# ---- block 1 ----
### config.mk
export PLATFORM = sky130hd
export DESIGN_NAME = arch_reg_dump_flat
export DESIGN_NICKNAME = d
export VERILOG_FILES = /design/src/rtl/arch_reg_dump_if.sv /design/src/rtl/arch_reg_dump.sv /design/src/flat_wrapper.sv
export SDC_FILE = /design/constraint.sdc
export NUM_CORES = 1
export LEC_CHECK = 0
export CORE_ASPECT_RATIO = 1.4
export CORE_MARGIN = 4
export CORE_UTILIZATION = 40
export DETAILED_ROUTE_END_ITERATION = 10
export GPL_TIMING_DRIVEN = 1
export PLACE_DENSITY = 0.75
export SETUP_SLACK_MARGIN = 0.1
export SYNTH_ARGS = -nofsm -noshare
export SYNTH_HDL_FRONTEND = slang
export SYNTH_SLANG_ARGS = --single-unit
### constraint.sdc
create_clock -name clk -period 1.5 [get_ports clk]
set_input_delay 0.15 -clock clk [delete_from_list [all_inputs] [get_ports clk]]
set_output_delay 0.15 -clock clk [all_outputs]
set_load 0.03 [all_outputs]
### src/rtl/arch_reg_dump_if.sv
`default_nettype none
// -----------------------------------------------------------------------------
// arch_reg_dump_if: valid/ready beat stream carrying dumped register values.
// Rev 1.0
// -----------------------------------------------------------------------------
interface arch_reg_dump_if #(
  parameter int DATA_W = 32
);
  logic              dump_valid;
  logic              dump_ready;
  logic [5:0]        dump_idx;
  logic [DATA_W-1:0] dump_data;
  logic              dump_last;

  modport master (
    output dump_valid,
    output dump_idx,
    output dump_data,
    output dump_last,
    input  dump_ready
  );

  modport slave (
    input  dump_valid,
    input  dump_idx,
    input  dump_data,
    input  dump_last,
    output dump_ready
  );
endinterface
`default_nettype wire

### src/rtl/arch_reg_dump.sv
`default_nettype none
// -----------------------------------------------------------------------------
// arch_reg_dump: waits for core quiescence, then streams every architectural
// register out. REG_DUMP_CHECKSUM_EN appends an XOR checksum beat. Rev 1.0
// -----------------------------------------------------------------------------
module arch_reg_dump #(
  parameter int NUM_REGS = 32,
  parameter int DATA_W   = 32,
  parameter int TIMEOUT  = 1024
) (
  input  wire                clk,
  input  wire                reset,
  input  wire                start,
  input  wire                quiescent,
  output logic [4:0]         rf_addr,
  input  wire  [DATA_W-1:0]  rf_data,
  arch_reg_dump_if.master    dump,
  output logic               busy,
  output logic               timeout_err
);

  localparam int               CNT_W    = (TIMEOUT > 1) ? $clog2(TIMEOUT) : 1;
  localparam logic [4:0]       LAST_PTR = 5'(NUM_REGS - 1);
  localparam logic [CNT_W-1:0] CNT_MAX  = CNT_W'(TIMEOUT - 1);

  typedef enum logic [2:0] {
    S_IDLE   = 3'd0,
    S_WAIT_Q = 3'd1,
    S_LOAD   = 3'd2,
    S_SEND   = 3'd3,
    S_DONE   = 3'd4
  } state_t;

  state_t           state;
  state_t           state_nxt;
  logic [4:0]       ptr;
  logic [CNT_W-1:0] wait_cnt;
  logic             handshake;

`ifdef REG_DUMP_CHECKSUM_EN
  logic [DATA_W-1:0] csum_acc;
  logic              csum_phase;
`endif

  assign rf_addr   = ptr;
  assign busy      = (state != S_IDLE);
  assign handshake = dump.dump_valid && dump.dump_ready;

  always_ff @(posedge clk) begin
    if (reset) begin
      state <= S_IDLE;
    end else begin
      state <= state_nxt;
    end
  end

  always_comb begin
    state_nxt = state;
    case (state)
      S_IDLE: begin
        if (start) begin
          state_nxt = S_WAIT_Q;
        end
      end
      S_WAIT_Q: begin
        if (quiescent) begin
          state_nxt = S_LOAD;
        end else if (wait_cnt == CNT_MAX) begin
          state_nxt = S_DONE;
        end
      end
      S_LOAD: begin
        state_nxt = S_SEND;
      end
      S_SEND: begin
        if (handshake) begin
          state_nxt = dump.dump_last ? S_DONE : S_LOAD;
        end
      end
      S_DONE: begin
        state_nxt = S_IDLE;
      end
      default: begin
        state_nxt = S_IDLE;
      end
    endcase
  end

  always_ff @(posedge clk) begin
    if (reset) begin
      ptr             <= 5'd0;
      wait_cnt        <= '0;
      timeout_err     <= 1'b0;
      dump.dump_valid <= 1'b0;
      dump.dump_idx   <= 6'd0;
      dump.dump_data  <= '0;
      dump.dump_last  <= 1'b0;
`ifdef REG_DUMP_CHECKSUM_EN
      csum_acc        <= '0;
      csum_phase      <= 1'b0;
`endif
    end else begin
      case (state)
        S_IDLE: begin
          if (start) begin
            timeout_err <= 1'b0;
            wait_cnt    <= '0;
            ptr         <= 5'd0;
`ifdef REG_DUMP_CHECKSUM_EN
            csum_acc    <= '0;
            csum_phase  <= 1'b0;
`endif
          end
        end
        S_WAIT_Q: begin
          if (!quiescent) begin
            if (wait_cnt == CNT_MAX) begin
              timeout_err <= 1'b1;
            end else begin
              wait_cnt <= wait_cnt + 1'b1;
            end
          end
        end
        S_LOAD: begin
          dump.dump_valid <= 1'b1;
`ifdef REG_DUMP_CHECKSUM_EN
          // The trailing beat reuses LOAD; the accumulator is already final here.
          if (csum_phase) begin
            dump.dump_idx  <= 6'd32;
            dump.dump_data <= csum_acc;
            dump.dump_last <= 1'b1;
          end else begin
            dump.dump_idx  <= {1'b0, ptr};
            dump.dump_data <= rf_data;
            dump.dump_last <= 1'b0;
          end
`else
          dump.dump_idx  <= {1'b0, ptr};
          dump.dump_data <= rf_data;
          dump.dump_last <= (ptr == LAST_PTR);
`endif
        end
        S_SEND: begin
          if (handshake) begin
            dump.dump_valid <= 1'b0;
`ifdef REG_DUMP_CHECKSUM_EN
            csum_acc <= csum_acc ^ dump.dump_data;
            if (!dump.dump_last) begin
              if (ptr == LAST_PTR) begin
                csum_phase <= 1'b1;
              end else begin
                ptr <= ptr + 5'd1;
              end
            end
`else
            if (!dump.dump_last) begin
              ptr <= ptr + 5'd1;
            end
`endif
          end
        end
        default: begin
        end
      endcase
    end
  end

endmodule
`default_nettype wire

### src/flat_wrapper.sv
// flat-port wrapper written by rule: the top's interface ports become plain ports
module arch_reg_dump_flat 
#(
  parameter int NUM_REGS = 32,
  parameter int DATA_W   = 32,
  parameter int TIMEOUT  = 1024
)
  (clk, reset, start, quiescent, rf_addr, rf_data, busy, timeout_err, dump_dump_valid, dump_dump_idx, dump_dump_data, dump_dump_last, dump_dump_ready);
  arch_reg_dump_if #(.DATA_W(DATA_W)) dump_i ();
  input  wire clk;
  input  wire reset;
  input  wire start;
  input  wire quiescent;
  output logic [4:0] rf_addr;
  input  wire  [DATA_W-1:0] rf_data;
  output logic busy;
  output logic timeout_err;
  output wire logic [$bits(dump_i.dump_valid)-1:0] dump_dump_valid;
  output wire logic [$bits(dump_i.dump_idx)-1:0] dump_dump_idx;
  output wire logic [$bits(dump_i.dump_data)-1:0] dump_dump_data;
  output wire logic [$bits(dump_i.dump_last)-1:0] dump_dump_last;
  input wire logic [$bits(dump_i.dump_ready)-1:0] dump_dump_ready;
  assign dump_dump_valid = dump_i.dump_valid;
  assign dump_dump_idx = dump_i.dump_idx;
  assign dump_dump_data = dump_i.dump_data;
  assign dump_dump_last = dump_i.dump_last;
  assign dump_i.dump_ready = dump_dump_ready;
  arch_reg_dump #(.NUM_REGS(NUM_REGS), .DATA_W(DATA_W), .TIMEOUT(TIMEOUT)) u_core (.clk(clk), .reset(reset), .start(start), .quiescent(quiescent), .rf_addr(rf_addr), .rf_data(rf_data), .dump(dump_i), .busy(busy), .timeout_err(timeout_err));
endmodule
# ---- block 2 ----
<file path="config.mk">
export PLATFORM = sky130hd
export DESIGN_NAME = regfile_mp
export DESIGN_NICKNAME = d
export VERILOG_FILES = /design/src/rtl/regfile_mp.sv
export SDC_FILE = /design/constraint.sdc
export NUM_CORES = 2
export LEC_CHECK = 0
export CORE_ASPECT_RATIO = 2
export CORE_MARGIN = 2
export CORE_UTILIZATION = 56
export CTS_CLUSTER_DIAMETER = 30
export CTS_CLUSTER_SIZE = 8
export DETAILED_ROUTE_END_ITERATION = 12
export HOLD_SLACK_MARGIN = 0.08
export PLACE_DENSITY = 0.76
export SETUP_SLACK_MARGIN = 0.3
export SLEW_MARGIN = 15
export SYNTH_ARGS = -nofsm -noshare
export SYNTH_HDL_FRONTEND = slang
export SYNTH_SLANG_ARGS = --single-unit
export TNS_END_PERCENT = 100
</file>
<file path="constraint.sdc">
create_clock -name clk -period 3.7 [get_ports clk]
set_clock_uncertainty 0.2 [all_clocks]
set_input_delay 0.37 -clock clk [delete_from_list [all_inputs] [get_ports clk]]
set_output_delay 0.37 -clock clk [all_outputs]
set_load 0.03 [all_outputs]
</file>
<file path="src/rtl/regfile_mp.sv">
// rtl/regfile_mp.sv - multi-read-port register file with registered reads, write bypass, zero reg and pending scoreboard
// Storage is cleared by a one-register-per-cycle sweep after reset, so mem itself carries no reset.
module regfile_mp #(
    parameter int reg_width  = 5,
    parameter int reg_length = 2**reg_width,
    parameter int data_width = 32,
    parameter int read_ports = 2,
    parameter bit zero_reg   = 1'b1
) (
    input  logic                             clk,
    input  logic                             rst,
    output logic                             ready,
    input  logic                             rd_en,
    input  logic [reg_width-1:0]             rd,
    input  logic [data_width-1:0]            rd_din,
    input  logic                             rsv_en,
    input  logic [reg_width-1:0]             rsv,
    input  logic [read_ports-1:0]            rs_en,
    input  logic [read_ports*reg_width-1:0]  rs_addr,
    output logic [read_ports*data_width-1:0] rs_dout,
    output logic [read_ports-1:0]            rs_pending
);

    typedef enum logic {CLEAR, READY} state_t;

    localparam logic [reg_width-1:0] last_idx = reg_width'(reg_length - 1);

    state_t                          state_q, state_d;
    logic [reg_width-1:0]            cnt_q, cnt_d;
    logic                            ready_q, ready_d;
    logic [reg_length-1:0]           pending_q, pending_d;
    logic [read_ports*data_width-1:0] rs_dout_q, rs_dout_d;
    logic [read_ports-1:0]           rs_pending_q, rs_pending_d;

    logic [data_width-1:0]           mem_q [reg_length];
    logic                            mem_we;
    logic [reg_width-1:0]            mem_waddr;
    logic [data_width-1:0]           mem_wdata;

    logic                            active;
    logic                            wr_drop;

    assign active  = (state_q == READY);
    assign wr_drop = zero_reg && (rd == '0);

    always_comb begin
        state_d   = state_q;
        cnt_d     = cnt_q;
        mem_we    = 1'b0;
        mem_waddr = rd;
        mem_wdata = rd_din;
        if (state_q == CLEAR) begin
            mem_we    = 1'b1;
            mem_waddr = cnt_q;
            mem_wdata = '0;
            cnt_d     = cnt_q + 1'b1;
            if (cnt_q == last_idx) begin
                state_d = READY;
                cnt_d   = '0;
            end
        end else begin
            mem_we = rd_en && !wr_drop;
        end
        ready_d = (state_d == READY);
    end

    // Reserve is applied after the write clear so a same-cycle reserve wins.
    always_comb begin
        pending_d = pending_q;
        if (active) begin
            if (rd_en) pending_d[rd] = 1'b0;
            if (rsv_en) pending_d[rsv] = 1'b1;
        end
        if (zero_reg) pending_d[0] = 1'b0;
    end

    always_comb begin
        rs_dout_d    = rs_dout_q;
        rs_pending_d = rs_pending_q;
        for (int i = 0; i < read_ports; i++) begin
            logic [reg_width-1:0] addr;
            addr = rs_addr[i*reg_width +: reg_width];
            if (active && rs_en[i]) begin
                if (zero_reg && (addr == '0))
                    rs_dout_d[i*data_width +: data_width] = '0;
                else if (rd_en && (rd == addr))
                    rs_dout_d[i*data_width +: data_width] = rd_din;
                else
                    rs_dout_d[i*data_width +: data_width] = mem_q[addr];
                rs_pending_d[i] = pending_d[addr];
            end
        end
    end

    always_ff @(posedge clk or negedge rst) begin
        if (!rst) begin
            state_q      <= CLEAR;
            cnt_q        <= '0;
            ready_q      <= 1'b0;
            pending_q    <= '0;
            rs_dout_q    <= '0;
            rs_pending_q <= '0;
        end else begin
            state_q      <= state_d;
            cnt_q        <= cnt_d;
            ready_q      <= ready_d;
            pending_q    <= pending_d;
            rs_dout_q    <= rs_dout_d;
            rs_pending_q <= rs_pending_d;
        end
    end

    always_ff @(posedge clk) begin
        if (mem_we) mem_q[mem_waddr] <= mem_wdata;
    end

    assign ready      = ready_q;
    assign rs_dout    = rs_dout_q;
    assign rs_pending = rs_pending_q;

endmodule

</file>
# ---- block 3 ----
--- config.mk ---
export PLATFORM = sky130hd
export DESIGN_NAME = issue_scoreboard
export DESIGN_NICKNAME = d
export VERILOG_FILES = /design/src/rtl/issue_scoreboard_pkg.sv /design/src/rtl/issue_scoreboard_hazard_check.sv /design/src/rtl/issue_scoreboard.sv
export SDC_FILE = /design/constraint.sdc
export NUM_CORES = 1
export LEC_CHECK = 0
export ABC_AREA = 1
export ABC_CLOCK_PERIOD_IN_PS = 3600
export CORE_MARGIN = 8
export CORE_UTILIZATION = 44
export DETAILED_ROUTE_END_ITERATION = 16
export PLACE_DENSITY = 0.73
export SLEW_MARGIN = 40
export SYNTH_ARGS = -nofsm -noshare
export SYNTH_HDL_FRONTEND = slang
export SYNTH_SLANG_ARGS = --single-unit
--- constraint.sdc ---
create_clock -name clk -period 3.6 [get_ports clk]
set_clock_uncertainty 0.05 [all_clocks]
set_input_delay 1.08 -clock clk [delete_from_list [all_inputs] [get_ports clk]]
set_output_delay 1.08 -clock clk [all_outputs]
set_load 0.01 [all_outputs]
--- src/rtl/issue_scoreboard_pkg.sv ---
// Shared definitions for the dual-issue register scoreboard.
package issue_scoreboard_pkg;

  localparam int unsigned NUM_REGS_DEF = 8;
  localparam int unsigned REG_IDX_W    = 3;

  typedef enum logic [1:0] {
    ST_RUN,
    ST_DRAIN,
    ST_DONE
  } state_e;

endpackage : issue_scoreboard_pkg

--- src/rtl/issue_scoreboard_hazard_check.sv ---
// One lane's operand/destination check against the pending-write vector.
module hazard_check
  import issue_scoreboard_pkg::*;
#(
  parameter int unsigned NUM_REGS = NUM_REGS_DEF
) (
  input  logic [NUM_REGS-1:0]  busy_i,
  input  logic [REG_IDX_W-1:0] rs1_i,
  input  logic [REG_IDX_W-1:0] rs2_i,
  input  logic [REG_IDX_W-1:0] rd_i,
  input  logic                 use2_i,
  input  logic                 wr_i,
  output logic                 hazard_o
);

  // RAW on rs1/rs2 or WAW on rd against any still-pending write.
  always_comb begin
    hazard_o = busy_i[rs1_i] | (use2_i & busy_i[rs2_i]) | (wr_i & busy_i[rd_i]);
  end

endmodule : hazard_check

--- src/rtl/issue_scoreboard.sv ---
// In-order dual-issue scoreboard: tracks pending register writes, gates
// issue of an older/younger instruction pair, and supports a drain handshake.
module issue_scoreboard
  import issue_scoreboard_pkg::*;
#(
  parameter int unsigned NUM_REGS = NUM_REGS_DEF,
  parameter int unsigned CNT_W    = 16
) (
  input  logic                 clk,
  input  logic                 reset,
  input  logic                 flush,
  input  logic                 drain_req,
  input  logic                 vld0,
  input  logic                 vld1,
  input  logic [REG_IDX_W-1:0] rd0,
  input  logic [REG_IDX_W-1:0] rs1_0,
  input  logic [REG_IDX_W-1:0] rs2_0,
  input  logic [REG_IDX_W-1:0] rd1,
  input  logic [REG_IDX_W-1:0] rs1_1,
  input  logic [REG_IDX_W-1:0] rs2_1,
  input  logic                 use2_0,
  input  logic                 use2_1,
  input  logic                 wr0,
  input  logic                 wr1,
  input  logic                 wb_vld0,
  input  logic                 wb_vld1,
  input  logic [REG_IDX_W-1:0] wb_rd0,
  input  logic [REG_IDX_W-1:0] wb_rd1,
  output logic                 issue0,
  output logic                 issue1,
  output logic                 stall,
  output logic [NUM_REGS-1:0]  busy,
  output logic                 drained,
  output logic [CNT_W-1:0]     stall_cnt
);

  state_e               state_q, state_d;
  logic [NUM_REGS-1:0]  busy_q, busy_d;
  logic                 drained_q, drained_d;
  logic [CNT_W-1:0]     cnt_q, cnt_d;
  logic                 hazard0, hazard1, pair_dep, run;

  hazard_check #(.NUM_REGS(NUM_REGS)) u_hz0 (
    .busy_i  (busy_q),
    .rs1_i   (rs1_0),
    .rs2_i   (rs2_0),
    .rd_i    (rd0),
    .use2_i  (use2_0),
    .wr_i    (wr0),
    .hazard_o(hazard0)
  );

  hazard_check #(.NUM_REGS(NUM_REGS)) u_hz1 (
    .busy_i  (busy_q),
    .rs1_i   (rs1_1),
    .rs2_i   (rs2_1),
    .rd_i    (rd1),
    .use2_i  (use2_1),
    .wr_i    (wr1),
    .hazard_o(hazard1)
  );

  // Issue gating: lane 1 only issues alongside lane 0 and never depends on it.
  always_comb begin
    run      = (state_q == ST_RUN);
    pair_dep = wr0 & ((rs1_1 == rd0) | (use2_1 & (rs2_1 == rd0)) | (wr1 & (rd1 == rd0)));
    issue0   = vld0 & ~hazard0 & ~flush & run;
    issue1   = vld1 & issue0 & ~hazard1 & ~pair_dep;
    stall    = run & ~flush & ((vld0 & ~issue0) | (vld1 & ~issue1));
  end

  // Next pending-write vector: writebacks clear first, new issues set after.
  always_comb begin
    busy_d = busy_q;
    for (int unsigned i = 0; i < NUM_REGS; i++) begin
      if ((wb_vld0 && (wb_rd0 == REG_IDX_W'(i))) || (wb_vld1 && (wb_rd1 == REG_IDX_W'(i))))
        busy_d[i] = 1'b0;
      if ((issue0 && wr0 && (rd0 == REG_IDX_W'(i))) || (issue1 && wr1 && (rd1 == REG_IDX_W'(i))))
        busy_d[i] = 1'b1;
    end
  end

  // Drain FSM next state; an aborted drain returns straight to RUN.
  always_comb begin
    state_d = state_q;
    unique case (state_q)
      ST_RUN:   if (drain_req) state_d = ST_DRAIN;
      ST_DRAIN: begin
        if (!drain_req)       state_d = ST_RUN;
        else if (busy_d == '0) state_d = ST_DONE;
      end
      ST_DONE:  if (!drain_req) state_d = ST_RUN;
      default:  state_d = ST_RUN;
    endcase
    drained_d = (state_d == ST_DONE);
  end

  // Saturating stall counter next value.
  always_comb begin
    cnt_d = cnt_q;
    if (stall && (cnt_q != '1)) cnt_d = cnt_q + 1'b1;
  end

  // State registers with asynchronous reset.
  always_ff @(posedge clk or posedge reset) begin
    if (reset) begin
      state_q   <= ST_RUN;
      busy_q    <= '0;
      drained_q <= 1'b0;
      cnt_q     <= '0;
    end else begin
      state_q   <= state_d;
      busy_q    <= busy_d;
      drained_q <= drained_d;
      cnt_q     <= cnt_d;
    end
  end

  assign busy      = busy_q;
  assign drained   = drained_q;
  assign stall_cnt = cnt_q;

endmodule : issue_scoreboard

Figure 1. Sequential cells grouped by signal name (block 3).
Other sequential cells in the stronger grey, the rest of the logic in the fainter grey.
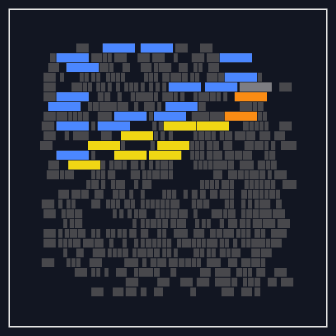
- `stall_cnt`: blue (sequential cells 16)
- `busy`: yellow (sequential cells 8; where middle)
- `state_q`: orange (sequential cells 2)

==> CHANGELOG.md, block 3 <==
## Implementation

* Outcome: complete, no violations
* Tot Pwr at between 0.001 and 0.0015 W
* Mapped Nets at a little over 400
* Clk cell area share at 0.0138
* YS warnings at 0
* Wire length on met1 at approximately 3.3 mm
* TNS Setup at 0 ns
* PD cells at between 300 and 400 mW/mm²
* Vias per cell at approximately 5.2
* Largest net degree at the start of global routing at 28
* # setup viols final at 0
* Iteration-0 DRC Markers at about 170
* Inverter count at around 45
* Routability cong. at 0.990
* Register area share after synthesis at 0.295
* Combinational share of power at 0.441
* Antenna Nets Post-Route at 0
* Layout cells sized above 1 at 0.149
* Net count, final at between 500 and 600
* Fraction of area in registers at 0.207
* Metal3 WL at ~470 µm
* Diodes inserted at 0
[block 3: state kept, by name (all words and copies together) (netlist names)]
register,flops
state_q,2
busy,8
drained,1
stall_cnt,16
[block 3: final timing paths]
| path | slack, ns | from | endpoint | depth (start not counted) |
|---|---|---|---|---|
| setup reg to reg | 1.03 | busy[6] | state_q[1] | 16 |
| hold reg to reg | 0.42 | state_q[0] | state_q[0] | 1 |
| min in group asynchronous | 1.10 | reset | stall_cnt[0] | 3 |
| max in group asynchronous | 2.15 | reset | state_q[0] | 3 |
| hold / removal | 0.42 | state_q[0] | state_q[0] | 1 |
| setup / recovery | 0.08 | rs2_0[0] | stall | 12 |
[block 3: Yosys cell counts, types with 2 or more instances]
| library cell | number |
|---|---|
| o22ai_1 | 7 |
| buf_2 | 3 |
| a21oi_1 | 5 |
| o21ai_0 | 6 |
| buf_4 | 3 |
| nor3_1 | 4 |
| xnor2_1 | 7 |
| nor2_1 | 76 |
| inv_1 | 44 |
| dfrtp_1 | 27 |
| nand2_1 | 111 |
| xor2_1 | 11 |
| nand3b_1 | 4 |
| nor2_4 | 2 |
| nand4_1 | 12 |
| o211ai_1 | 3 |
| nand3_1 | 36 |
| nor2_2 | 2 |
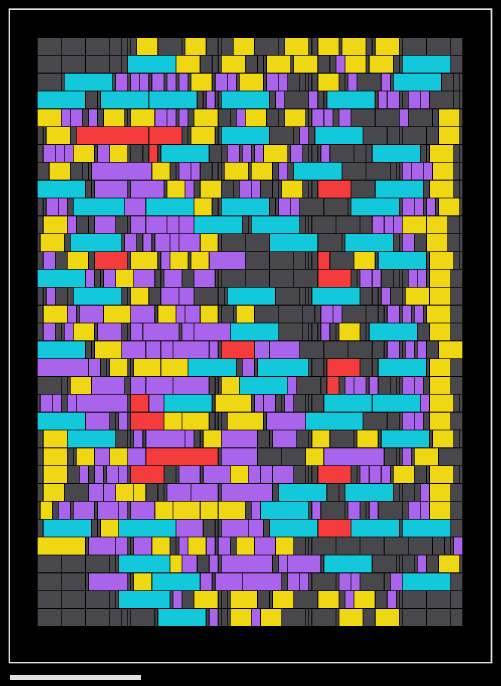
Figure 2: block 1, cell classes on the final placement.
The bar under the picture is 20 µm long. Fill, decap, tap and diode cells in grey.
- clock drivers and dummy loads: red (cells 16; share of their area 5.6%)
- remaining buffers and delay cells: yellow (cells 124; share of their area 29%)
- combinational and other logic: purple (cells 217; share of their area 35%)
- sequential cells: cyan (cells 58; share of their area 30%)

==> CHANGELOG.md, block 1 <==
## Implementation

* Failing checks: negative setup slack
* Combinational share of power at 0.188
* # setup viols final at 8
* GR Layer Usage met1 at 0.205
* CP Data Arrival Time at about 1.9 ns
* # H-tree levels at 3
* Startpoint Class: register
* Pint at 0.00290 W
* FA/HA/MAJ Cells, Area Fraction at 0.0157
* Outcome: complete, but fails checks
* Max-cap violations at 0
* Setup ws final at -0.125 ns
* Top delay family on crit path: buffers and inverters
* Largest net degree at the start of global routing at between 50 and 60
* Vias per cell at ~5.3
* Psw at ~0.0010 W
* Initial antenna violation count at 0
-- block 1: path summary, 6_finish.rpt --
kind	start	endpoint	slack, ns	cells past startpoint
min reg2reg	u_core.dump.dump_data[30]	u_core.dump.dump_data[30]	0.45	2
max reg2reg	u_core.wait_cnt[0]	u_core.wait_cnt[3]	-0.12	9
max	u_core.wait_cnt[0]	u_core.wait_cnt[3]	-0.12	9
min	reset	u_core.dump.dump_valid	0.28	3
-- block 1: layout by cell type (no fill, tap or decap), drive strengths merged, types with 5 or more instances in the layout --
| master | count |
|---|---|
| dlygate4sd2 | 44 |
| nor2 | 9 |
| dfxtp | 58 |
| buf | 44 |
| nand2 | 90 |
| a311oi | 9 |
| clkdlybuf4s50 | 35 |
| clkbuf | 12 |
| nor3 | 7 |
| a31oi | 6 |
| nand3 | 5 |
| a21oi | 49 |
-- block 1: area by class of cell --
type	count	area, µm²	area share
Sequential cell	58	1170	0.295
Timing Repair Buffer	124	1130	0.283
Clock buffer	11	141	0.0355
Clock inverter	5	77.6	0.0195
Multi-Input combinational cell	215	1370	0.344
Inverter	2	7.51	0.00188
Tap cell	70	87.6	0.0220
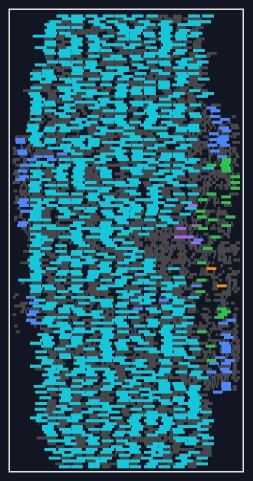
Figure 3: block 2, sequential cells grouped by signal name.
Other sequential cells in the stronger grey, the rest of the logic in the fainter grey.
- `cnt_q`: purple (sequential cells 5; where right middle)
- `mem_q`: cyan (sequential cells 1,024)
- `pending_q`: green (sequential cells 31; where right middle)
- `rs_dout`: blue (sequential cells 64)
- `rs_pending`: orange (sequential cells 2)
- not coloured: 1

==> CHANGELOG.md, block 2 <==
## Implementation

* Register area share after synthesis at 0.635
* Latency at later pin at 0.77 ns
* Most frequent logic cell in the layout: edfxtp_1
* Switch share at 0.233
* Hold EP: rs_dout[4]
* Initial antenna violation count at 4
* Clock power share at 0.463
* Slew Viols, Final at 0
* FA/HA/MAJ Cells, Area Fraction at 0.000477
* Largest net degree at the start of global routing at roughly 60
* Post-synth EDFFs at just over 1,000
* Slew headroom at 0.218
* Outcome: complete, no violations
* PD cells at roughly 520 mW/mm²
* Port bufs at between 100 and 150
* Yosys stat area at about 0.052 mm²
-- block 2: power by group through the flow --
stage          Clock [W]  Combinational (W)  Sequential, W
2_1_floorplan          0            0.00161         0.0146
3_3_place_gp           0            0.00292         0.0144
3_5_place_dp           0            0.00298         0.0144
4_1_cts           0.0150            0.00301         0.0142
5_1_grt           0.0154            0.00317         0.0142
6_report          0.0149            0.00302         0.0142
-- block 2: worst max path at each step --
| stage | start | to | slack (ns) | depth (start not counted) |
|---|---|---|---|---|
| floorplan | ready | mem_q[16][0] | 0.01 | 7 |
| global placement | rd[2] | rs_pending[1] | 0.34 | 8 |
| detailed placement | rs_addr[5] | rs_dout[45] | 0.38 | 9 |
| CTS | ready | mem_q[4][31] | 0.70 | 3 |
| global route | ready | mem_q[4][31] | 0.53 | 3 |
| finish | ready | mem_q[4][31] | 0.60 | 3 |
-- block 2: layout make-up --
class	instances	area (µm²)	area share
multi-input combinational	1273	18400	0.298
antenna	3	7.51	0.000122
clock inverter	38	509	0.00824
timing repair buffer	301	3360	0.0545
inverter	7	28.8	0.000466
sequential	1127	33300	0.540
clock buffer	225	4620	0.0748
tap	1200	1500	0.0243

==> screenshots <==
Floorplan with the power grid.
Pins as bars on the die edge.
Plate I
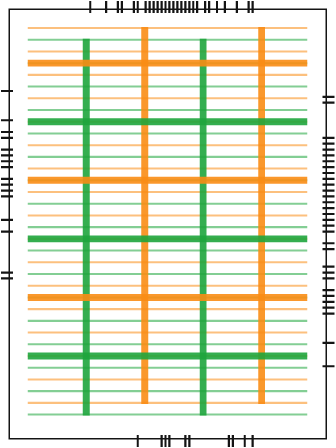
Plate II
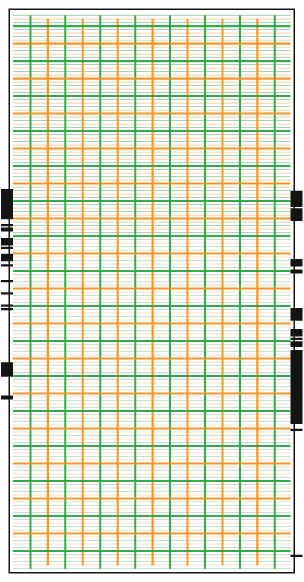
Plate III
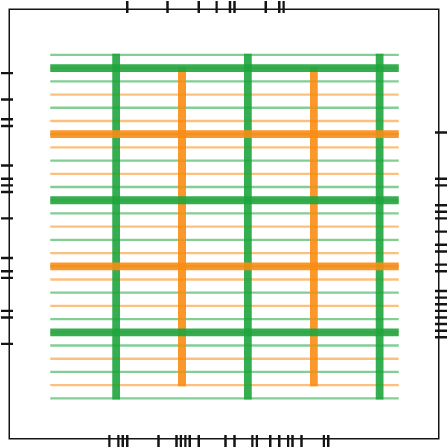
Plate II: block 2
Plate III: block 3
Plate I: block 1

Key to Plate III:
- VSS: green
- VDD: orange
- rows: 26
- met5 straps: 5
- signal pins: 64
- met4 straps: 5
- met1 rails: 27


Power is estimated from default activity; no workload was simulated.
